# regfile_wb_scheduler_flat

Figure 1. Metal 4 (regfile_wb_scheduler_flat).
Scale: 4 px per um. Supply wires on this layer in gray. Cells faint in the background.
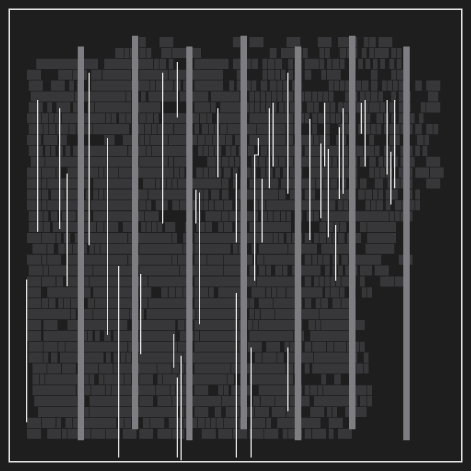

<file path="config.mk">
export PLATFORM = sky130hd
export DESIGN_NAME = regfile_wb_scheduler_flat
export DESIGN_NICKNAME = d
export VERILOG_FILES = /design/src/rtl/regfile_ctrl_pkg.sv /design/src/rtl/regfile_wb_scheduler_if.sv /design/src/rtl/regfile_wb_scheduler_fifo.sv /design/src/rtl/regfile_wb_scheduler.sv /design/src/flat_wrapper.sv
export SDC_FILE = /design/constraint.sdc
export NUM_CORES = 1
export LEC_CHECK = 0
export ABC_AREA = 1
export CAP_MARGIN = 40
export CORE_MARGIN = 4
export CORE_UTILIZATION = 54
export CTS_CLUSTER_SIZE = 20
export DETAILED_ROUTE_END_ITERATION = 16
export PLACE_DENSITY = 0.92
export SLEW_MARGIN = 30
export SYNTH_ARGS = -nofsm -noshare
export SYNTH_HDL_FRONTEND = slang
export SYNTH_SLANG_ARGS = --single-unit
</file>
<file path="constraint.sdc">
create_clock -name clk -period 7.6 [get_ports clk]
set_input_delay 2.28 -clock clk [delete_from_list [all_inputs] [get_ports clk]]
set_output_delay 2.28 -clock clk [all_outputs]
set_load 0.005 [all_outputs]
</file>
<file path="src/rtl/regfile_ctrl_pkg.sv">
`default_nettype none
// ============================================================================
//  Package     : regfile_ctrl_pkg
//  Description : Shared sizes and the buffered-result entry type for the
//                register-file write-port scheduler.
//  Revision    : 1.0 - initial release
// ============================================================================
package regfile_ctrl_pkg;

  localparam int XLEN       = 32;
  localparam int REG_AW     = 5;
  localparam int STARVE_MAX = 4;

  // One buffered multi-cycle result: destination register and its value.
  typedef struct packed {
    logic [REG_AW-1:0] rd;
    logic [XLEN-1:0]   data;
  } result_entry_t;

endpackage
`default_nettype wire

</file>
<file path="src/rtl/regfile_wb_scheduler_if.sv">
`default_nettype none
// ============================================================================
//  Interface   : regfile_wb_scheduler_if
//  Description : Writeback, multi-cycle result, regfile write-port and
//                decode hazard signals of the write-port scheduler.
//  Revision    : 1.0 - initial release
// ============================================================================
interface regfile_wb_scheduler_if #(
  parameter int XLEN   = 32,
  parameter int REG_AW = 5
);

  logic              wb_we;
  logic [REG_AW-1:0] wb_rd;
  logic [XLEN-1:0]   wb_data;
  logic              mc_issue;
  logic [REG_AW-1:0] mc_issue_rd;
  logic              mc_valid;
  logic              mc_ready;
  logic [REG_AW-1:0] mc_rd;
  logic [XLEN-1:0]   mc_data;
  logic              rf_we;
  logic [REG_AW-1:0] rf_a3;
  logic [XLEN-1:0]   rf_wd3;
  logic [REG_AW-1:0] hz_rs1;
  logic [REG_AW-1:0] hz_rs2;
  logic [REG_AW-1:0] hz_rd;
  logic              hz_stall;
  logic              drain_stall;

  // Pipeline / multi-cycle unit / decode side.
  modport master (
    output wb_we, wb_rd, wb_data,
    output mc_issue, mc_issue_rd,
    output mc_valid, mc_rd, mc_data,
    output hz_rs1, hz_rs2, hz_rd,
    input  mc_ready, rf_we, rf_a3, rf_wd3, hz_stall, drain_stall
  );

  // Scheduler side.
  modport slave (
    input  wb_we, wb_rd, wb_data,
    input  mc_issue, mc_issue_rd,
    input  mc_valid, mc_rd, mc_data,
    input  hz_rs1, hz_rs2, hz_rd,
    output mc_ready, rf_we, rf_a3, rf_wd3, hz_stall, drain_stall
  );

endinterface
`default_nettype wire

</file>
<file path="src/rtl/regfile_wb_scheduler_fifo.sv">
`default_nettype none
// ============================================================================
//  Module      : wb_result_fifo
//  Description : Two-entry FIFO holding multi-cycle results until the
//                register-file write port is free.
//  Revision    : 1.0 - initial release
// ============================================================================
module wb_result_fifo
  import regfile_ctrl_pkg::*;
#(
  parameter type T = result_entry_t
) (
  input  wire logic clk,
  input  wire logic rst,
  input  wire logic i_push,
  input  wire logic i_pop,
  input  wire T     i_din,
  output T          o_head,
  output logic      o_full,
  output logic      o_empty
);

  T           r_mem [2];
  logic       r_wr_ptr;
  logic       r_rd_ptr;
  logic [1:0] r_count;

  logic w_do_push;
  logic w_do_pop;

  assign w_do_push = i_push && (r_count != 2'd2);
  assign w_do_pop  = i_pop  && (r_count != 2'd0);

  assign o_head  = r_mem[r_rd_ptr];
  assign o_full  = (r_count == 2'd2);
  assign o_empty = (r_count == 2'd0);

  // Storage write; contents need no reset since the count guards reads.
  always_ff @(posedge clk) begin
    if (w_do_push) begin
      r_mem[r_wr_ptr] <= i_din;
    end
  end

  // Pointers wrap modulo 2; a simultaneous push and pop keeps the count.
  always_ff @(posedge clk) begin
    if (rst) begin
      r_wr_ptr <= 1'b0;
      r_rd_ptr <= 1'b0;
      r_count  <= 2'd0;
    end else begin
      if (w_do_push) r_wr_ptr <= ~r_wr_ptr;
      if (w_do_pop)  r_rd_ptr <= ~r_rd_ptr;
      case ({w_do_push, w_do_pop})
        2'b10:   r_count <= r_count + 2'd1;
        2'b01:   r_count <= r_count - 2'd1;
        default: r_count <= r_count;
      endcase
    end
  end

endmodule
`default_nettype wire

</file>
<file path="src/rtl/regfile_wb_scheduler.sv">
`default_nettype none
// ============================================================================
//  Module      : regfile_wb_scheduler
//  Description : Shares the single register-file write port between pipeline
//                writeback and buffered multi-cycle results; keeps a busy
//                scoreboard for decode hazards and a starvation counter.
//  Revision    : 1.0 - initial release
// ============================================================================
module regfile_wb_scheduler #(
  parameter int XLEN       = regfile_ctrl_pkg::XLEN,
  parameter int REG_AW     = regfile_ctrl_pkg::REG_AW,
  parameter int STARVE_MAX = regfile_ctrl_pkg::STARVE_MAX
) (
  input wire logic               clk,
  input wire logic               rst,
  regfile_wb_scheduler_if.slave  bus
);

  localparam int NREG  = 1 << REG_AW;
  localparam int AGE_W = $clog2(STARVE_MAX + 1);

  typedef struct packed {
    logic [REG_AW-1:0] rd;
    logic [XLEN-1:0]   data;
  } entry_t;

  entry_t            w_push_entry;
  entry_t            w_head;
  logic              w_full;
  logic              w_empty;
  logic              w_push;
  logic              w_pop;
  logic              w_wb_win;
  logic [NREG-1:0]   r_busy;
  logic [NREG-1:0]   w_busy_next;
  logic [AGE_W-1:0]  r_age;

  assign w_push_entry = '{rd: bus.mc_rd, data: bus.mc_data};

  // mc_ready is held low during reset so nothing is accepted then.
  assign bus.mc_ready = !rst && !w_full;
  assign w_push       = bus.mc_valid && bus.mc_ready;

  // Pipeline writes to x0 do not occupy the port; the head may drain instead.
  assign w_wb_win = bus.wb_we && (bus.wb_rd != '0);
  assign w_pop    = !rst && !w_wb_win && !w_empty;

  wb_result_fifo #(
    .T (entry_t)
  ) u_fifo (
    .clk     (clk),
    .rst     (rst),
    .i_push  (w_push),
    .i_pop   (w_pop),
    .i_din   (w_push_entry),
    .o_head  (w_head),
    .o_full  (w_full),
    .o_empty (w_empty)
  );

  // Write-port arbitration: pipeline first, then the buffer head (x0 head
  // is popped silently).
  always_comb begin
    bus.rf_we  = 1'b0;
    bus.rf_a3  = '0;
    bus.rf_wd3 = '0;
    if (w_wb_win) begin
      bus.rf_we  = !rst;
      bus.rf_a3  = rst ? '0 : bus.wb_rd;
      bus.rf_wd3 = rst ? '0 : bus.wb_data;
    end else if (w_pop) begin
      bus.rf_we  = (w_head.rd != '0);
      bus.rf_a3  = w_head.rd;
      bus.rf_wd3 = w_head.data;
    end
  end

  // Scoreboard next state: drain clears, issue sets, set wins on a tie.
  always_comb begin
    w_busy_next = r_busy;
    if (w_pop) begin
      w_busy_next[w_head.rd] = 1'b0;
    end
    if (bus.mc_issue && (bus.mc_issue_rd != '0)) begin
      w_busy_next[bus.mc_issue_rd] = 1'b1;
    end
    w_busy_next[0] = 1'b0;
  end

  // Scoreboard register.
  always_ff @(posedge clk) begin
    if (rst) begin
      r_busy <= '0;
    end else begin
      r_busy <= w_busy_next;
    end
  end

  // Decode hazard: any non-zero field naming a busy register stalls.
  always_comb begin
    bus.hz_stall = 1'b0;
    if (!rst) begin
      bus.hz_stall = ((bus.hz_rs1 != '0) && r_busy[bus.hz_rs1]) ||
                     ((bus.hz_rs2 != '0) && r_busy[bus.hz_rs2]) ||
                     ((bus.hz_rd  != '0) && r_busy[bus.hz_rd]);
    end
  end

  // Starvation age of the head: counts blocked cycles, saturating.
  always_ff @(posedge clk) begin
    if (rst) begin
      r_age <= '0;
    end else if (w_empty || w_pop) begin
      r_age <= '0;
    end else if (r_age != AGE_W'(STARVE_MAX)) begin
      r_age <= r_age + AGE_W'(1);
    end
  end

  assign bus.drain_stall = !rst && !w_empty &&
                           (r_age >= AGE_W'(STARVE_MAX - 1));

endmodule
`default_nettype wire

</file>
<file path="src/flat_wrapper.sv">
// flat-port wrapper written by rule: the top's interface ports become plain ports
module regfile_wb_scheduler_flat 
#(
  parameter int XLEN       = regfile_ctrl_pkg::XLEN,
  parameter int REG_AW     = regfile_ctrl_pkg::REG_AW,
  parameter int STARVE_MAX = regfile_ctrl_pkg::STARVE_MAX
)
  (clk, rst, bus_wb_we, bus_wb_rd, bus_wb_data, bus_mc_issue, bus_mc_issue_rd, bus_mc_valid, bus_mc_rd, bus_mc_data, bus_hz_rs1, bus_hz_rs2, bus_hz_rd, bus_mc_ready, bus_rf_we, bus_rf_a3, bus_rf_wd3, bus_hz_stall, bus_drain_stall);
  regfile_wb_scheduler_if #(.XLEN(XLEN), .REG_AW(REG_AW)) bus_i ();
  input wire logic clk;
  input wire logic rst;
  input wire logic [$bits(bus_i.wb_we)-1:0] bus_wb_we;
  input wire logic [$bits(bus_i.wb_rd)-1:0] bus_wb_rd;
  input wire logic [$bits(bus_i.wb_data)-1:0] bus_wb_data;
  input wire logic [$bits(bus_i.mc_issue)-1:0] bus_mc_issue;
  input wire logic [$bits(bus_i.mc_issue_rd)-1:0] bus_mc_issue_rd;
  input wire logic [$bits(bus_i.mc_valid)-1:0] bus_mc_valid;
  input wire logic [$bits(bus_i.mc_rd)-1:0] bus_mc_rd;
  input wire logic [$bits(bus_i.mc_data)-1:0] bus_mc_data;
  input wire logic [$bits(bus_i.hz_rs1)-1:0] bus_hz_rs1;
  input wire logic [$bits(bus_i.hz_rs2)-1:0] bus_hz_rs2;
  input wire logic [$bits(bus_i.hz_rd)-1:0] bus_hz_rd;
  output wire logic [$bits(bus_i.mc_ready)-1:0] bus_mc_ready;
  output wire logic [$bits(bus_i.rf_we)-1:0] bus_rf_we;
  output wire logic [$bits(bus_i.rf_a3)-1:0] bus_rf_a3;
  output wire logic [$bits(bus_i.rf_wd3)-1:0] bus_rf_wd3;
  output wire logic [$bits(bus_i.hz_stall)-1:0] bus_hz_stall;
  output wire logic [$bits(bus_i.drain_stall)-1:0] bus_drain_stall;
  assign bus_i.wb_we = bus_wb_we;
  assign bus_i.wb_rd = bus_wb_rd;
  assign bus_i.wb_data = bus_wb_data;
  assign bus_i.mc_issue = bus_mc_issue;
  assign bus_i.mc_issue_rd = bus_mc_issue_rd;
  assign bus_i.mc_valid = bus_mc_valid;
  assign bus_i.mc_rd = bus_mc_rd;
  assign bus_i.mc_data = bus_mc_data;
  assign bus_i.hz_rs1 = bus_hz_rs1;
  assign bus_i.hz_rs2 = bus_hz_rs2;
  assign bus_i.hz_rd = bus_hz_rd;
  assign bus_mc_ready = bus_i.mc_ready;
  assign bus_rf_we = bus_i.rf_we;
  assign bus_rf_a3 = bus_i.rf_a3;
  assign bus_rf_wd3 = bus_i.rf_wd3;
  assign bus_hz_stall = bus_i.hz_stall;
  assign bus_drain_stall = bus_i.drain_stall;
  regfile_wb_scheduler #(.XLEN(XLEN), .REG_AW(REG_AW), .STARVE_MAX(STARVE_MAX)) u_core (.clk(clk), .rst(rst), .bus(bus_i));
endmodule
</file>
# musa_gpio_sink

File: src/rtl/musa_gpio_pkg.sv
// Shared types and width helpers for the GPIO sink and its FIFO.
package musa_gpio_pkg;

    typedef enum logic {
        IDLE = 1'b0,
        HOLD = 1'b1
    } sink_state_t;

    // Occupancy needs one extra bit so that "full" (== depth) is representable.
    function automatic int cnt_w(input int depth);
        return $clog2(depth) + 1;
    endfunction

    function automatic int ptr_w(input int depth);
        return (depth > 1) ? $clog2(depth) : 1;
    endfunction

endpackage

File: src/rtl/gpio_fifo.sv
// Synchronous show-ahead FIFO; push when full is accepted only if a pop happens in the same cycle.
module gpio_fifo
    import musa_gpio_pkg::*;
#(
    parameter int DATA_WIDTH = 32,
    parameter int FIFO_DEPTH = 8
) (
    input  logic                            clk,
    input  logic                            rst_n,
    input  logic                            i_push,
    input  logic                            i_pop,
    input  logic [DATA_WIDTH-1:0]           i_din,
    output logic [DATA_WIDTH-1:0]           o_dout,
    output logic                            o_full,
    output logic                            o_empty,
    output logic [cnt_w(FIFO_DEPTH)-1:0]    o_count
);

    localparam int PW = ptr_w(FIFO_DEPTH);
    localparam int CW = cnt_w(FIFO_DEPTH);
    localparam logic [PW-1:0] P_ONE = PW'(1);
    localparam logic [CW-1:0] C_ONE = CW'(1);
    localparam logic [CW-1:0] C_FULL = CW'(FIFO_DEPTH);

    logic [DATA_WIDTH-1:0] r_mem [FIFO_DEPTH];
    logic [PW-1:0]         r_wr_ptr;
    logic [PW-1:0]         r_rd_ptr;
    logic [CW-1:0]         r_count;
    logic                  w_do_push;
    logic                  w_do_pop;

    assign o_full    = (r_count == C_FULL);
    assign o_empty   = (r_count == '0);
    assign o_count   = r_count;
    assign o_dout    = r_mem[r_rd_ptr];
    assign w_do_pop  = i_pop & ~o_empty;
    assign w_do_push = i_push & (~o_full | w_do_pop);

    always_ff @(posedge clk) begin
        if (w_do_push) begin
            r_mem[r_wr_ptr] <= i_din;
        end
    end

    // Power-of-two depth lets the pointers wrap by plain overflow.
    always_ff @(posedge clk or negedge rst_n) begin
        if (!rst_n) begin
            r_wr_ptr <= '0;
            r_rd_ptr <= '0;
            r_count  <= '0;
        end else begin
            if (w_do_push) begin
                r_wr_ptr <= r_wr_ptr + P_ONE;
            end
            if (w_do_pop) begin
                r_rd_ptr <= r_rd_ptr + P_ONE;
            end
            case ({w_do_push, w_do_pop})
                2'b10:   r_count <= r_count + C_ONE;
                2'b01:   r_count <= r_count - C_ONE;
                default: r_count <= r_count;
            endcase
        end
    end

endmodule

File: src/rtl/musa_gpio_sink.sv
// Converts each rising edge of the processor's GPIO write strobe into one buffered, held display value.
// Optional macro MUSA_GPIO_SYNC_EN adds a 2-flop input synchronizer ahead of edge detection.
module musa_gpio_sink
    import musa_gpio_pkg::*;
#(
    parameter int DATA_WIDTH  = 32,
    parameter int FIFO_DEPTH  = 8,
    parameter int HOLD_CYCLES = 16
) (
    input  logic                            clk,
    input  logic                            rst_n,
    input  logic [DATA_WIDTH-1:0]           gpio_i,
    input  logic                            we_gpio_i,
    input  logic                            clr_overflow_i,
    output logic [DATA_WIDTH-1:0]           disp_o,
    output logic                            disp_valid_o,
    output logic                            disp_update_o,
    output logic [cnt_w(FIFO_DEPTH)-1:0]    fifo_count_o,
    output logic                            overflow_o
);

    localparam int HW = $clog2(HOLD_CYCLES) + 1;
    localparam logic [HW-1:0] HOLD_LOAD = HW'(HOLD_CYCLES - 1);
    localparam logic [HW-1:0] H_ONE     = HW'(1);

    logic [DATA_WIDTH-1:0] w_data;
    logic                  w_we;
    logic                  r_we_prev;
    logic                  w_push;
    logic                  w_pop;
    logic                  w_full;
    logic                  w_empty;
    logic [DATA_WIDTH-1:0] w_head;
    sink_state_t           r_state;
    sink_state_t           w_next_state;
    logic [HW-1:0]         r_hold_cnt;

`ifdef MUSA_GPIO_SYNC_EN
    logic [DATA_WIDTH-1:0] r_sync_d1;
    logic [DATA_WIDTH-1:0] r_sync_d2;
    logic                  r_sync_we1;
    logic                  r_sync_we2;

    // Strobe flops reset high so a level already present is not seen as an edge.
    always_ff @(posedge clk or negedge rst_n) begin
        if (!rst_n) begin
            r_sync_d1  <= '0;
            r_sync_d2  <= '0;
            r_sync_we1 <= 1'b1;
            r_sync_we2 <= 1'b1;
        end else begin
            r_sync_d1  <= gpio_i;
            r_sync_d2  <= r_sync_d1;
            r_sync_we1 <= we_gpio_i;
            r_sync_we2 <= r_sync_we1;
        end
    end

    assign w_data = r_sync_d2;
    assign w_we   = r_sync_we2;
`else
    assign w_data = gpio_i;
    assign w_we   = we_gpio_i;
`endif

    assign w_push = w_we & ~r_we_prev;

    gpio_fifo #(
        .DATA_WIDTH (DATA_WIDTH),
        .FIFO_DEPTH (FIFO_DEPTH)
    ) u_fifo (
        .clk     (clk),
        .rst_n   (rst_n),
        .i_push  (w_push),
        .i_pop   (w_pop),
        .i_din   (w_data),
        .o_dout  (w_head),
        .o_full  (w_full),
        .o_empty (w_empty),
        .o_count (fifo_count_o)
    );

    always_comb begin
        w_next_state = r_state;
        w_pop        = 1'b0;
        case (r_state)
            IDLE: begin
                if (!w_empty) begin
                    w_pop        = 1'b1;
                    w_next_state = HOLD;
                end
            end
            HOLD: begin
                if (r_hold_cnt == '0) begin
                    if (!w_empty) begin
                        w_pop = 1'b1;
                    end else begin
                        w_next_state = IDLE;
                    end
                end
            end
            default: w_next_state = IDLE;
        endcase
    end

    always_ff @(posedge clk or negedge rst_n) begin
        if (!rst_n) begin
            r_state       <= IDLE;
            r_hold_cnt    <= '0;
            r_we_prev     <= 1'b1;
            disp_o        <= '0;
            disp_valid_o  <= 1'b0;
            disp_update_o <= 1'b0;
            overflow_o    <= 1'b0;
        end else begin
            r_state       <= w_next_state;
            r_we_prev     <= w_we;
            disp_update_o <= w_pop;
            if (w_pop) begin
                disp_o       <= w_head;
                disp_valid_o <= 1'b1;
                r_hold_cnt   <= HOLD_LOAD;
            end else if (r_state == HOLD && r_hold_cnt != '0) begin
                r_hold_cnt <= r_hold_cnt - H_ONE;
            end
            // A drop in the same cycle as a clear keeps the flag set.
            if (w_push && w_full && !w_pop) begin
                overflow_o <= 1'b1;
            end else if (clr_overflow_i) begin
                overflow_o <= 1'b0;
            end
        end
    end

endmodule

File: config.mk
export PLATFORM = sky130hd
export DESIGN_NAME = musa_gpio_sink
export DESIGN_NICKNAME = d
export VERILOG_FILES = /design/src/rtl/musa_gpio_pkg.sv /design/src/rtl/gpio_fifo.sv /design/src/rtl/musa_gpio_sink.sv
export SDC_FILE = /design/constraint.sdc
export NUM_CORES = 1
export LEC_CHECK = 0
export CAP_MARGIN = 0
export CORE_UTILIZATION = 50
export DETAILED_ROUTE_END_ITERATION = 7
export GPL_ROUTABILITY_DRIVEN = 0
export PLACE_DENSITY = 0.69
export SETUP_SLACK_MARGIN = 0.3
export SYNTH_ARGS = -nofsm -noshare
export SYNTH_HDL_FRONTEND = slang
export SYNTH_SLANG_ARGS = --single-unit
File: constraint.sdc
create_clock -name clk -period 6.4 [get_ports clk]
set_clock_uncertainty 0.15 [all_clocks]
set_input_delay 0.64 -clock clk [delete_from_list [all_inputs] [get_ports clk]]
set_output_delay 0.64 -clock clk [all_outputs]
set_load 0.03 [all_outputs]
# matmul_seq_engine

File: src/rtl/matmul_seq_engine.sv
// Sequential C = A x B engine: one multiply-accumulate per cycle, row-major element order.
// Optional macro MATMUL_SATURATE_EN clamps each C element to the signed DATA_W range.
module matmul_seq_engine #(
  parameter int unsigned DATA_W = 32,
  parameter int unsigned DIM_W  = 4,
  parameter int unsigned ACC_W  = 72
) (
  input  logic              wb_clk_i,
  input  logic              wb_rst_i,
  input  logic              start,
  input  logic [DIM_W-1:0]  dim_m,
  input  logic [DIM_W-1:0]  dim_k,
  input  logic [DIM_W-1:0]  dim_n,
  output logic              a_rd_en,
  output logic [DIM_W-1:0]  a_row,
  output logic [DIM_W-1:0]  a_col,
  input  logic [DATA_W-1:0] a_data,
  output logic              b_rd_en,
  output logic [DIM_W-1:0]  b_row,
  output logic [DIM_W-1:0]  b_col,
  input  logic [DATA_W-1:0] b_data,
  output logic              c_wr_en,
  output logic [DIM_W-1:0]  c_row,
  output logic [DIM_W-1:0]  c_col,
  output logic [DATA_W-1:0] c_data,
  output logic              busy,
  output logic              done,
  output logic              err,
  output logic              sat_flag
);

  typedef enum logic [2:0] {StIdle, StFetch, StDrain, StWrite, StFinish} state_e;

  localparam logic [DIM_W-1:0] IdxOne = DIM_W'(1);

  state_e                   state_q, state_d;
  logic [DIM_W-1:0]         dim_m_q, dim_m_d, dim_k_q, dim_k_d, dim_n_q, dim_n_d;
  logic [DIM_W-1:0]         i_q, i_d, j_q, j_d, k_q, k_d;
  logic                     done_q, done_d, err_q, err_d;
  logic [DIM_W-1:0]         a_row_q, a_row_d, a_col_q, a_col_d;
  logic [DIM_W-1:0]         b_row_q, b_row_d, b_col_q, b_col_d;
  logic [DIM_W-1:0]         c_row_q, c_row_d, c_col_q, c_col_d;
  logic [DATA_W-1:0]        c_data_q, c_data_d;
  logic signed [ACC_W-1:0]  acc_q, acc_d;
  logic                     vld_q, vld_d, first_q, first_d;
  logic signed [2*DATA_W-1:0] prod;
  logic [DATA_W-1:0]        res;
  logic                     start_accept;

  assign start_accept = (state_q == StIdle) && start;
  assign prod         = $signed(a_data) * $signed(b_data);

  // Operands return one cycle after issue, so the pair is tagged with its issue-time k==0.
  assign vld_d   = (state_q == StFetch);
  assign first_d = (state_q == StFetch) && (k_q == '0);

  always_comb begin
    acc_d = acc_q;
    if (vld_q) begin
      acc_d = (first_q ? '0 : acc_q) + {{(ACC_W-2*DATA_W){prod[2*DATA_W-1]}}, prod};
    end
  end

`ifdef MATMUL_SATURATE_EN
  localparam logic signed [ACC_W-1:0] SatMax = {{(ACC_W-DATA_W+1){1'b0}}, {(DATA_W-1){1'b1}}};
  localparam logic signed [ACC_W-1:0] SatMin = {{(ACC_W-DATA_W+1){1'b1}}, {(DATA_W-1){1'b0}}};

  logic clamp;
  logic sat_q, sat_d;

  always_comb begin
    res   = acc_d[DATA_W-1:0];
    clamp = 1'b0;
    if (acc_d > SatMax) begin
      res   = SatMax[DATA_W-1:0];
      clamp = 1'b1;
    end else if (acc_d < SatMin) begin
      res   = SatMin[DATA_W-1:0];
      clamp = 1'b1;
    end
  end

  always_comb begin
    sat_d = sat_q;
    if (start_accept) begin
      sat_d = 1'b0;
    end else if ((state_d == StWrite) && clamp) begin
      sat_d = 1'b1;
    end
  end

  always_ff @(posedge wb_clk_i) begin
    if (wb_rst_i) sat_q <= 1'b0;
    else          sat_q <= sat_d;
  end

  assign sat_flag = sat_q;
`else
  assign res      = acc_d[DATA_W-1:0];
  assign sat_flag = 1'b0;
`endif

  always_comb begin
    state_d = state_q;
    dim_m_d = dim_m_q;
    dim_k_d = dim_k_q;
    dim_n_d = dim_n_q;
    i_d     = i_q;
    j_d     = j_q;
    k_d     = k_q;
    done_d  = done_q;
    err_d   = err_q;
    unique case (state_q)
      StIdle: begin
        if (start) begin
          dim_m_d = dim_m;
          dim_k_d = dim_k;
          dim_n_d = dim_n;
          if ((dim_m == '0) || (dim_k == '0) || (dim_n == '0)) begin
            err_d  = 1'b1;
            done_d = 1'b1;
          end else begin
            err_d   = 1'b0;
            done_d  = 1'b0;
            i_d     = '0;
            j_d     = '0;
            k_d     = '0;
            state_d = StFetch;
          end
        end
      end
      StFetch: begin
        if (k_q == dim_k_q - IdxOne) state_d = StDrain;
        else                         k_d     = k_q + IdxOne;
      end
      StDrain: state_d = StWrite;
      StWrite: begin
        k_d     = '0;
        state_d = StFetch;
        if (j_q == dim_n_q - IdxOne) begin
          j_d = '0;
          if (i_q == dim_m_q - IdxOne) state_d = StFinish;
          else                         i_d     = i_q + IdxOne;
        end else begin
          j_d = j_q + IdxOne;
        end
      end
      StFinish: begin
        state_d = StIdle;
        done_d  = 1'b1;
      end
      default: state_d = StIdle;
    endcase
  end

  // Index/data outputs are registered and only move when their strobe is about to assert.
  always_comb begin
    a_row_d  = a_row_q;
    a_col_d  = a_col_q;
    b_row_d  = b_row_q;
    b_col_d  = b_col_q;
    c_row_d  = c_row_q;
    c_col_d  = c_col_q;
    c_data_d = c_data_q;
    if (state_d == StFetch) begin
      a_row_d = i_d;
      a_col_d = k_d;
      b_row_d = k_d;
      b_col_d = j_d;
    end
    if (state_d == StWrite) begin
      c_row_d  = i_d;
      c_col_d  = j_d;
      c_data_d = res;
    end
  end

  always_ff @(posedge wb_clk_i) begin
    if (wb_rst_i) begin
      state_q  <= StIdle;
      dim_m_q  <= '0;
      dim_k_q  <= '0;
      dim_n_q  <= '0;
      i_q      <= '0;
      j_q      <= '0;
      k_q      <= '0;
      done_q   <= 1'b0;
      err_q    <= 1'b0;
      a_row_q  <= '0;
      a_col_q  <= '0;
      b_row_q  <= '0;
      b_col_q  <= '0;
      c_row_q  <= '0;
      c_col_q  <= '0;
      c_data_q <= '0;
      acc_q    <= '0;
      vld_q    <= 1'b0;
      first_q  <= 1'b0;
    end else begin
      state_q  <= state_d;
      dim_m_q  <= dim_m_d;
      dim_k_q  <= dim_k_d;
      dim_n_q  <= dim_n_d;
      i_q      <= i_d;
      j_q      <= j_d;
      k_q      <= k_d;
      done_q   <= done_d;
      err_q    <= err_d;
      a_row_q  <= a_row_d;
      a_col_q  <= a_col_d;
      b_row_q  <= b_row_d;
      b_col_q  <= b_col_d;
      c_row_q  <= c_row_d;
      c_col_q  <= c_col_d;
      c_data_q <= c_data_d;
      acc_q    <= acc_d;
      vld_q    <= vld_d;
      first_q  <= first_d;
    end
  end

  assign a_rd_en = (state_q == StFetch);
  assign b_rd_en = (state_q == StFetch);
  assign c_wr_en = (state_q == StWrite);
  assign busy    = (state_q != StIdle);
  assign done    = done_q;
  assign err     = err_q;
  assign a_row   = a_row_q;
  assign a_col   = a_col_q;
  assign b_row   = b_row_q;
  assign b_col   = b_col_q;
  assign c_row   = c_row_q;
  assign c_col   = c_col_q;
  assign c_data  = c_data_q;

endmodule

File: config.mk
export PLATFORM = sky130hd
export DESIGN_NAME = matmul_seq_engine
export DESIGN_NICKNAME = d
export VERILOG_FILES = /design/src/rtl/matmul_seq_engine.sv
export SDC_FILE = /design/constraint.sdc
export NUM_CORES = 2
export LEC_CHECK = 0
export CAP_MARGIN = 40
export CORE_UTILIZATION = 60
export CTS_BUF_LIST = sky130_fd_sc_hd__clkbuf_8
export CTS_CLUSTER_SIZE = 14
export DETAILED_ROUTE_END_ITERATION = 12
export PLACE_DENSITY_LB_ADDON = 0.08
export SYNTH_ARGS = -nofsm -noshare
export SYNTH_HDL_FRONTEND = slang
export SYNTH_SLANG_ARGS = --single-unit
export TNS_END_PERCENT = 30
File: constraint.sdc
create_clock -name wb_clk_i -period 33.3 [get_ports wb_clk_i]
set_clock_uncertainty 0.1 [all_clocks]
set_input_delay 9.99 -clock wb_clk_i [delete_from_list [all_inputs] [get_ports wb_clk_i]]
set_output_delay 9.99 -clock wb_clk_i [all_outputs]
set_load 0.02 [all_outputs]

==> layout pictures side by side <==
Register map, names as in the netlist.
panel A
Scale: 3 px per um. Other sequential cells in the stronger gray, the rest of the logic in the fainter gray.
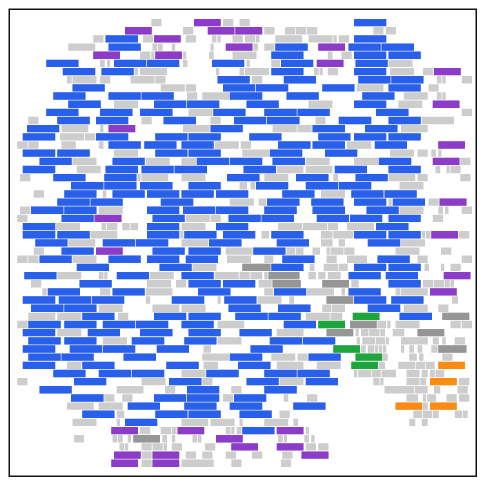
panel B
Scale: 2 px per um. Other sequential cells in the stronger gray, the rest of the logic in the fainter gray.
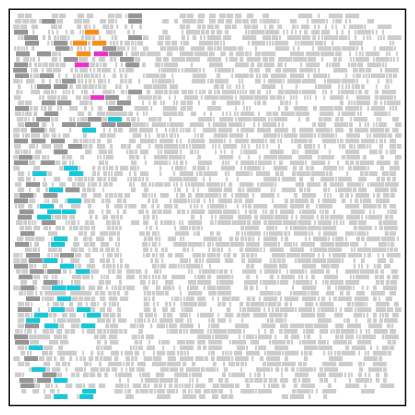
panel C
Scale: 4 px per um. Other sequential cells in the stronger gray, the rest of the logic in the fainter gray.
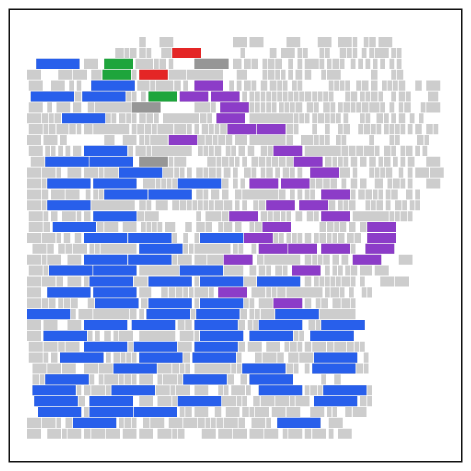
matmul_seq_engine is panel B.
musa_gpio_sink is panel A.
regfile_wb_scheduler_flat is panel C.
- most sequential cells: panel A
- largest die: panel B

Key to panel A:
| netlist name | color | sequential cells | where |
|---|---|---|---|
| `u_fifo.r_mem` | blue | 256 | all over the die |
| `r_hold_cnt` | green | 5 | lower right |
| `u_fifo.o_count` | orange | 4 | lower right |
| `disp_o` | purple | 32 | all over the die |
not colored: 11

Figure 2. Routed metal, one color a layer (musa_gpio_sink).
Scale: 3 px per um.
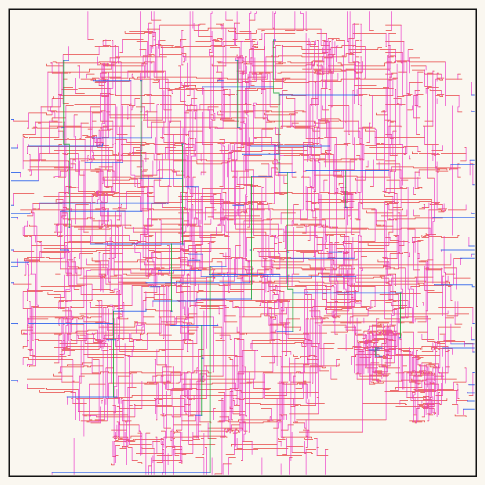
| layer | color | wire length |
|---|---|---|
| met2 | magenta | 11,000 um |
| met1 | red | 9,130 um |
| met3 | blue | 826 um |
| met4 | green | 467 um |
via count: 5,577
WL/cell: 21.45 um
gr usage total: 0.1870
Routed WL: 21,410 um

==> impl_metrics.yaml, musa_gpio_sink <==
# physical design summary
setup_path:
  worstPathRequired_ns: 6.46
  critPathKind: "register to register"
  crit_fanout: 20
  max_stage_delay_ns: 0.88
detailed_routing:
  first_pass_iters: 4
die:
  io_pins: 75
  die-height_um: 155.2
final_timing:
  fmax_mhz: 273.2
  setup_viol: 0
logic_synthesis:
  netlist_area_sq_um: 11730
  top_area_frac: 0.6554
  synthTopCellsByCount: "256 x edfxtp_1, 64 x mux4_2, 51 x dfrtp_1, 38 x a21oi_1, 38 x nor2_1"
status:
  status: "complete, no violations"
placement:
  dp_slack_ns: 2.677
musa_gpio_sink: cell usage in the layout, fill, tap and decap left out, types with 4 or more instances in the layout:
master | Yosys | routed
a21oi_1 | 38 | 38
buf_4 | 3 | 12
clkbuf_16 | 0 | 31
clkbuf_8 | 0 | 5
clkdlybuf4s50_1 | 0 | 73
clkinv_2 | 0 | 9
dfrtp_1 | 51 | 48
edfxtp_1 | 256 | 256
ha_1 | 7 | 7
inv_1 | 6 | 6
mux2i_1 | 32 | 32
mux4_2 | 64 | 64
nand2_1 | 5 | 5
nor2_1 | 38 | 36
xnor2_1 | 4 | 4
xor2_1 | 6 | 6
musa_gpio_sink: kinds of logic (layout without fill, tap and decap cells):
| family | after synthesis | after routing | share of synthesized area |
|---|---|---|---|
| compound gates | 48 | 48 | 0.02550 |
| xor+xnor | 10 | 10 | 0.007467 |
| fa+ha+maj | 7 | 7 | 0.007467 |
| buf+inv | 33 | 149 | 0.01269 |
| flops | 308 | 308 | 0.7665 |
| mux | 99 | 99 | 0.1531 |
| simple gates | 64 | 64 | 0.02731 |
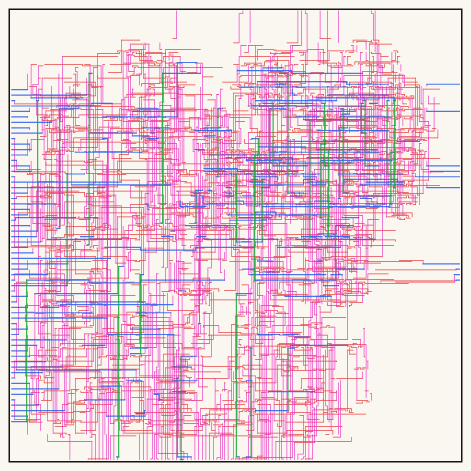
Figure 3: regfile_wb_scheduler_flat, routed metal, one color a layer.
Scale: 4 px per um.
| layer | color | wire length |
|---|---|---|
| met4 | green | 880 um |
| met3 | blue | 2,030 um |
| met1 | red | 6,610 um |
| met2 | magenta | 9,470 um |
via count: 6,021
WL/cell: 17.94 um

About Figure 1:
nets with wire on the layer: 32
longest straight run: 49.0 um
Routed WL: 18,980 um

==> impl_metrics.yaml, regfile_wb_scheduler_flat <==
# physical design summary
detailed_routing:
  wl_met1_um: 6608
  route.detailed.drc: 0
  top_layer_used: "met4"
  drt_iter0_markers: 850
logic_synthesis:
  ys_ff: 113
  ys_seq_frac: 0.5069
  top_cell: "nand2_1"
  ys_types: 34
  synthTopCellsByCount: "244 x nand2_1, 100 x inv_1, 74 x edfxtp_1, 72 x o21ai_0, 51 x nand3_1"
  synthArstFlopShare: 0
  mux_share: 0
die:
  initCoreUtil: 0.5638
  die-height_um: 112.7
setup_path:
  crit_top_cell: "clkdlybuf4s50_1"
  critPathKind: "input port to output port"
  crit_slowest_cell: "clkdlybuf4s50_1"
  crit_fanout: 39
  crit_chain: "clkdlybuf4s50_1, nor2_1, nand3_1, o21ai_2, nand2_2, o21ai_0, clkdlybuf4s50_1"
  crit_family: "buffers and inverters"
  start_kind: "input port"
placement:
  gp_congestion: 1.029
  place_hpwl_um: 12500
cells_and_area:
  finalNonFillerCells: 1058
  num_antenna_cells: 0
final_timing:
  tns_ns: 0
clock_tree:
  clk_latency_ns: 0.53
status:
  status: "complete, no violations"
[regfile_wb_scheduler_flat: area by class of cell]
| type | instances | area (sq um) |
|---|---|---|
| inverter | 107 | 401.6 |
| fill | 646 | 2492 |
| multi-input combinational | 524 | 2381 |
| clock buffer | 18 | 417.9 |
| sequential | 113 | 3007 |
| timing repair buffer | 146 | 1484 |
| clock inverter | 14 | 155.1 |
| tap | 136 | 170.2 |
[regfile_wb_scheduler_flat: path summary, 6_finish.rpt]
kind                                   end  slack (ns)  depth (start not counted)                     start
hold / removal           u_core.r_busy[10]        0.49                          2         u_core.r_busy[10]
setup reg to reg  u_core.u_fifo.r_count[1]        5.26                          9  u_core.u_fifo.r_count[1]
setup / recovery            bus_rf_wd3[18]        0.67                          7              bus_wb_rd[0]
hold reg to reg          u_core.r_busy[10]        0.49                          2         u_core.r_busy[10]
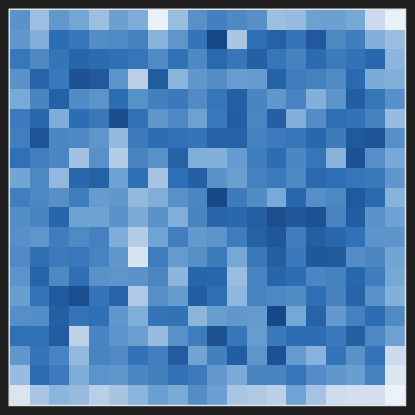
Figure 4: matmul_seq_engine, cell area per tile.
Scale: 2 px per um. The die is cut into 20 by 20 equal tiles; white is low, dark blue is high, 0 to 100% covered.
mean over tiles: 63%
fullest tile: 91%
tiles over 75% full: 21%
Layout Utilization: 0.6685
Placeable Area: 37,580 sq um

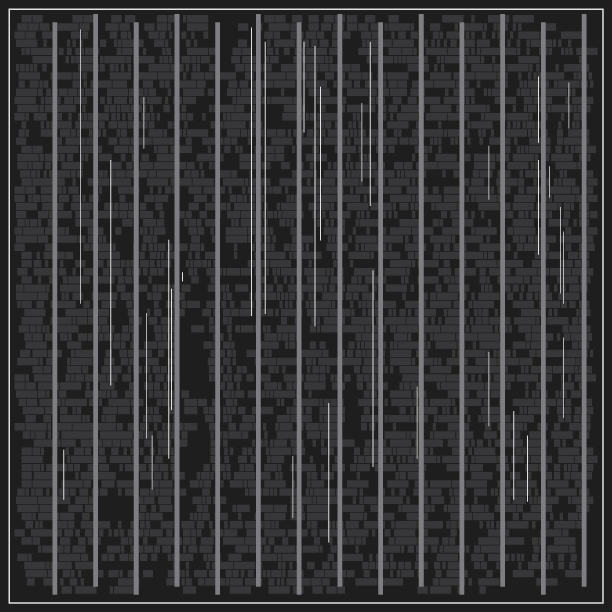
Figure 5: matmul_seq_engine, metal 4.
Scale: 3 px per um. Supply wires on this layer in gray. Cells faint in the background.
nets with wire on the layer: 21
main direction: vertical
wire length on this layer: 1,220 um
longest straight run: 95.9 um

==> impl_metrics.yaml, matmul_seq_engine <==
# physical design summary
global_route:
  grt_antenna_before_repair: 1
  grt_overflow: 0
cells_and_area:
  area_delta_synth_final_pct: 9.650
  fill_cells: 3203
  stdcell_area_sq_um: 25120
  seq_share: 0.09169
clock_tree:
  post_cts_resized: 0
  cts.htree.levels: 4
  cts_setup_buffers: 0
detailed_routing:
  met3_wirelength_um: 3802
  drt_iter0_markers: 994
  first_pass_iters: 5
final_timing:
  finalClockPeriodUsage: 0.5776
  rsz0062_at_grt: "no"
  fmax_mhz: 51.99
setup_path:
  critPathKind: "input port to register"
  r2r-start: "first_q"
logic_synthesis:
  ys_seq_frac: 0.1005
  mux_share: 0.01272
  synthCells: 2664
  edf_count: 0
  floorplan.nets: 3340
status:
  status: "complete, no violations"
min_path:
  hold_class: "register to register"
flow_run:
  cap_violations: 0
placement:
  postPlaceCellArea_sq_um: 24670
## matmul_seq_engine: cell usage after synthesis (8+ instances only)
cell | n | area share
a211oi_1 | 41 | 0.013
a21o_1 | 27 | 0.0088
a21oi_1 | 86 | 0.019
and2_1 | 324 | 0.088
buf_4 | 11 | 0.0036
clkbuf_1 | 111 | 0.018
dfxtp_1 | 115 | 0.10
fa_1 | 409 | 0.36
ha_1 | 188 | 0.10
inv_1 | 533 | 0.087
mux2i_1 | 28 | 0.012
nand2_1 | 280 | 0.046
nand2b_1 | 16 | 0.0044
nand3_1 | 12 | 0.0026
nand4_1 | 8 | 0.0022
nor2_1 | 146 | 0.024
nor2b_1 | 38 | 0.010
nor3_1 | 13 | 0.0028
o21a_1 | 13 | 0.0043
o21ai_0 | 41 | 0.0090
xnor2_1 | 92 | 0.035
xor2_1 | 31 | 0.012
## matmul_seq_engine: critical path: cells and delay by family
family	cells	cell delay (ns)
compound gates	14	2.83
xor+xnor	1	0.19
fa+ha+maj	10	4.50
buf+inv	5	1.11
simple gates	2	0.78

# pipeline_wb_unit

Figure 6. Routed metal, one color a layer (pipeline_wb_unit).
Scale: 2 px per um.
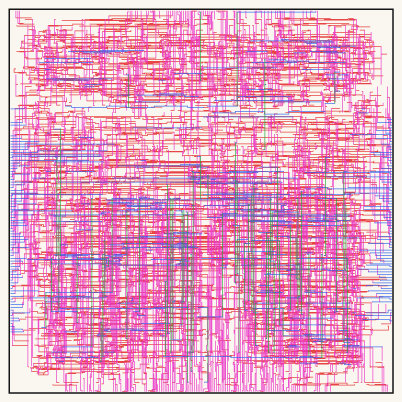
### src/rtl/pipeline_pkg.sv
// Shared pipeline definitions: write-back source and load-size encodings,
// default datapath width, and a small size helper.
package pipeline_pkg;

  localparam int XLEN_DEFAULT = 64;

  typedef enum logic [1:0] {
    WB_SEL_ZERO = 2'b00,
    WB_SEL_PC4  = 2'b01,
    WB_SEL_ALU  = 2'b10,
    WB_SEL_MEM  = 2'b11
  } wb_sel_e;

  typedef enum logic [1:0] {
    LS_B = 2'b00,
    LS_H = 2'b01,
    LS_W = 2'b10,
    LS_D = 2'b11
  } load_size_e;

  // Width in bits of an access of the given size encoding.
  function automatic int size_bits(input logic [1:0] s);
    return 8 << s;
  endfunction

endpackage

### src/rtl/load_align_ext.sv
// Combinational load aligner: picks the accessed field out of a naturally
// aligned memory word (little-endian) and sign- or zero-extends it to XLEN.
// Misaligned offsets round down to the access size.
module load_align_ext
  import pipeline_pkg::*;
#(
  parameter int XLEN  = XLEN_DEFAULT,
  localparam int OFF_W = $clog2(XLEN / 8)
) (
  input  logic [XLEN-1:0]  data,
  input  logic [OFF_W-1:0] offset,
  input  logic [1:0]       size,
  input  logic             is_unsigned,
  output logic [XLEN-1:0]  result
);

  logic [1:0]      eff_size;
  logic [OFF_W-1:0] lane_mask;
  logic [OFF_W-1:0] aligned;
  logic [XLEN-1:0] shifted;

  // Keep the low nbits of v and fill the rest with zeros or the field's sign
  // bit; a full-width field is passed through untouched.
  function automatic logic [XLEN-1:0] extend_field(input logic [XLEN-1:0] v,
                                                   input int nbits,
                                                   input logic uns);
    logic [XLEN-1:0] mask;
    logic            sgn;
    mask = (nbits >= XLEN) ? '1 : ((XLEN'(1) << nbits) - XLEN'(1));
    sgn  = ~uns & (|(v & (XLEN'(1) << (nbits - 1))));
    return (v & mask) | (~mask & {XLEN{sgn}});
  endfunction

  // Align the field to bit 0 and extend it.
  always_comb begin
    eff_size = size;
    // A 32-bit datapath has no dword loads; treat them as word loads.
    if (XLEN == 32 && size == LS_D) eff_size = LS_W;
    lane_mask = OFF_W'((1 << eff_size) - 1);
    aligned   = offset & ~lane_mask;
    shifted   = data >> {aligned, 3'b000};
    result    = extend_field(shifted, size_bits(eff_size), is_unsigned);
  end

endmodule

### src/rtl/pipeline_wb_unit.sv
// Write-back stage: MEM/WB register with valid/stall/flush, write-source
// selection, x0 write suppression and the retired-instruction counter.
// All outputs come straight from flops.
module pipeline_wb_unit
  import pipeline_pkg::*;
#(
  parameter int XLEN    = XLEN_DEFAULT,
  parameter int RADDR_W = 5
) (
  input  logic               clk,
  input  logic               reset,
  input  logic               valid_MEM,
  input  logic               stall_WB,
  input  logic               flush_WB,
  input  logic [1:0]         rf_wr_sel_MEM,
  input  logic [1:0]         load_size_MEM,
  input  logic               load_unsigned_MEM,
  input  logic [XLEN-1:0]    alu_result_MEM,
  input  logic [XLEN-1:0]    mem_data_MEM,
  input  logic [XLEN-1:0]    pc_MEM,
  input  logic [RADDR_W-1:0] rd_MEM,
  input  logic               reg_write_MEM,
  output logic [XLEN-1:0]    write_data_WB,
  output logic [RADDR_W-1:0] rd_WB,
  output logic               reg_write_WB,
  output logic               valid_WB,
  output logic [63:0]        instret
);

  localparam int OFF_W = $clog2(XLEN / 8);

  logic            acc;
  logic [XLEN-1:0] load_data;
  logic [XLEN-1:0] src_data;

  assign acc = valid_MEM & ~stall_WB & ~flush_WB;

  load_align_ext #(.XLEN(XLEN)) u_load_align_ext (
    .data        (mem_data_MEM),
    .offset      (alu_result_MEM[OFF_W-1:0]),
    .size        (load_size_MEM),
    .is_unsigned (load_unsigned_MEM),
    .result      (load_data)
  );

  // Register-file write source; pc+4 wraps at XLEN bits.
  always_comb begin
    src_data = '0;
    case (rf_wr_sel_MEM)
      WB_SEL_PC4: src_data = pc_MEM + XLEN'(4);
      WB_SEL_ALU: src_data = alu_result_MEM;
      WB_SEL_MEM: src_data = load_data;
      default:    src_data = '0;
    endcase
  end

  // MEM/WB slot: flush beats stall; a bubble only drops valid and write enable.
  always_ff @(posedge clk) begin
    if (reset) begin
      valid_WB      <= 1'b0;
      reg_write_WB  <= 1'b0;
      write_data_WB <= '0;
      rd_WB         <= '0;
    end else if (flush_WB) begin
      valid_WB      <= 1'b0;
      reg_write_WB  <= 1'b0;
      write_data_WB <= '0;
      rd_WB         <= '0;
    end else if (!stall_WB) begin
      if (valid_MEM) begin
        valid_WB      <= 1'b1;
        rd_WB         <= rd_MEM;
        reg_write_WB  <= reg_write_MEM & (rd_MEM != '0);
        write_data_WB <= src_data;
      end else begin
        valid_WB     <= 1'b0;
        reg_write_WB <= 1'b0;
      end
    end
  end

  // Retired-instruction counter; counts every accepted instruction, wraps at 2^64.
  always_ff @(posedge clk) begin
    if (reset) begin
      instret <= '0;
    end else if (acc) begin
      instret <= instret + 64'd1;
    end
  end

endmodule

### config.mk
export PLATFORM = sky130hd
export DESIGN_NAME = pipeline_wb_unit
export DESIGN_NICKNAME = d
export VERILOG_FILES = /design/src/rtl/pipeline_pkg.sv /design/src/rtl/load_align_ext.sv /design/src/rtl/pipeline_wb_unit.sv
export SDC_FILE = /design/constraint.sdc
export NUM_CORES = 1
export LEC_CHECK = 0
export ABC_AREA = 1
export CAP_MARGIN = 20
export CELL_PAD_IN_SITES_DETAIL_PLACEMENT = 0
export CELL_PAD_IN_SITES_GLOBAL_PLACEMENT = 1
export CORE_MARGIN = 2
export CORE_UTILIZATION = 31
export DETAILED_ROUTE_END_ITERATION = 10
export GPL_ROUTABILITY_DRIVEN = 1
export GPL_TIMING_DRIVEN = 0
export PLACE_DENSITY = 0.77
export SYNTH_ARGS = -nofsm -noshare
export SYNTH_HDL_FRONTEND = slang
export SYNTH_SLANG_ARGS = --single-unit
### constraint.sdc
create_clock -name clk -period 2.27 [get_ports clk]
set_input_delay 0.3405 -clock clk [delete_from_list [all_inputs] [get_ports clk]]
set_output_delay 0.3405 -clock clk [all_outputs]
set_load 0.05 [all_outputs]
==> impl_metrics.yaml <==
# physical design summary
cells_and_area:
  layout_top_cell: "nand2_1"
  largestRegisters: "instret x64, write_data_WB x64, rd_WB x5"
  fill_cells: 3785
  n_all_inverters: 195
power:
  seqPwrFrac: 0.332
  internal-power_uw: 4975
  p_comb_frac: 0.266
status:
  status: "complete, no violations"
clock_tree:
  cts-root-buf: "clkbuf_16"
  cts.htree.levels: 4
  cts_setup_buffers: 19
final_timing:
  setup_viol: 0
  layout_setup_ws_ns: 0.01315
logic_synthesis:
  ys_ff: 135
  topCellsByArea: "dfxtp_1 25%, nand2_1 21%, nand3_1 7.8%, nor2_1 7.1%, inv_1 6.6%"
  yosys_area_sq_um: 10860
  synth-compound-area-share: 0.1681
setup_path:
  max_stage_delay_ns: 0.41
  rrSetupSlack_ns: 0.12
  crit_slowest_cell: "o21ai_1"
placement:
  portBuffers: 339
  gp_congestion: 1.006
flow_run:
  cap_violations: 0
  warning_count: 28
detailed_routing:
  first_pass_iters: 6
global_route:
  use_met2: 0.5428
  grt_overflow: 0
die:
  io_pins: 343
About Figure 6:
| layer | color | wire length |
|---|---|---|
| met2 | magenta | 28.3 mm |
| met3 | blue | 5,010 um |
| met4 | green | 2,740 um |
| met1 | red | 26.8 mm |
WL/cell: 22.50 um
gr usage total: 0.3350
via count: 15,040
Routed WL: 62,840 um

==> cell usage after synthesis, types with 6 or more instances <==
master / instances
or2_2: 25
clkbuf_1: 58
buf_2: 10
o21bai_1: 6
a21oi_1: 140
dfxtp_1: 135
nand4_1: 48
nor4_1: 11
xor2_1: 33
nor2_2: 6
nand2_2: 7
buf_1: 7
nor3_1: 55
nand3_1: 169
o211ai_1: 19
o21ai_0: 138
nor2_1: 206
nand2_1: 603
inv_1: 190
==> worst paths after layout <==
path / end / cells after the start
worst max-delay path: write_data_WB[8] / 13
worst min-delay path: reg_write_WB / 3
worst max register to register: instret[52] / 13
worst min register to register: valid_WB / 2
==> per-stage QoR <==
step / cell area (sq um) / std cells
finish: 16690 / 2793
global route: 16690 / 2793
CTS: 15930 / 2771
detailed placement: 14820 / 2723
global placement: 14820 / 2723
floorplan: 10860 / 1929
==> power groups by stage <==
stage | logic [uW] | registers [uW] | clock network, uW
final | 1940 | 2410 | 2920
after global routing | 2040 | 2410 | 3060
after CTS | 1800 | 2410 | 2940
after detailed placement | 1750 | 2470 | 0
after global placement | 1760 | 2470 | 0
after floorplan | 712 | 2550 | 0


==> layout pictures side by side <==
Cell area per tile.
picture 1
Scale: 2 px per um. The die is cut into 19 by 19 equal tiles; white is low, dark blue is high, 0 to 100% covered.
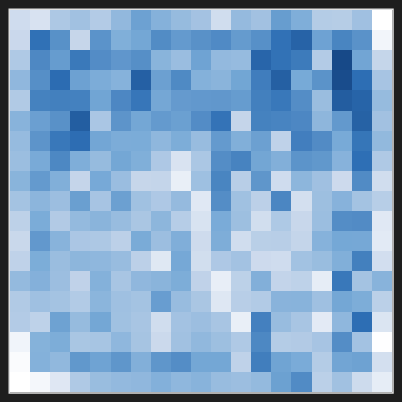
picture 2
Scale: 3 px per um. The die is cut into 11 by 11 equal tiles; white is low, dark blue is high, 0 to 100% covered.
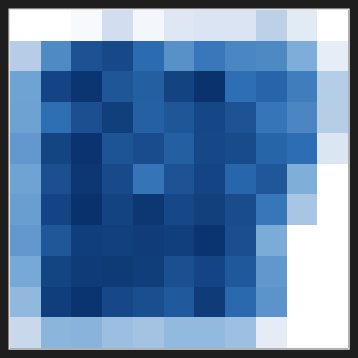
picture 3
Scale: 2 px per um. The die is cut into 16 by 16 equal tiles; white is low, dark blue is high, 0 to 100% covered.
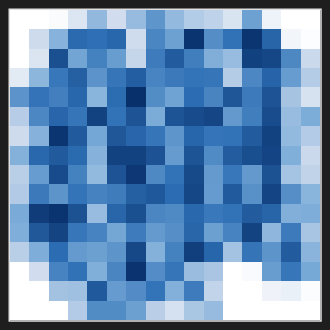
- largest die: picture 1
- highest utilization: picture 2
picture 2: regfile_wb_scheduler_flat
picture 1: pipeline_wb_unit
picture 3: musa_gpio_sink

No activity file was given, so power comes from the tool's default toggle rates.
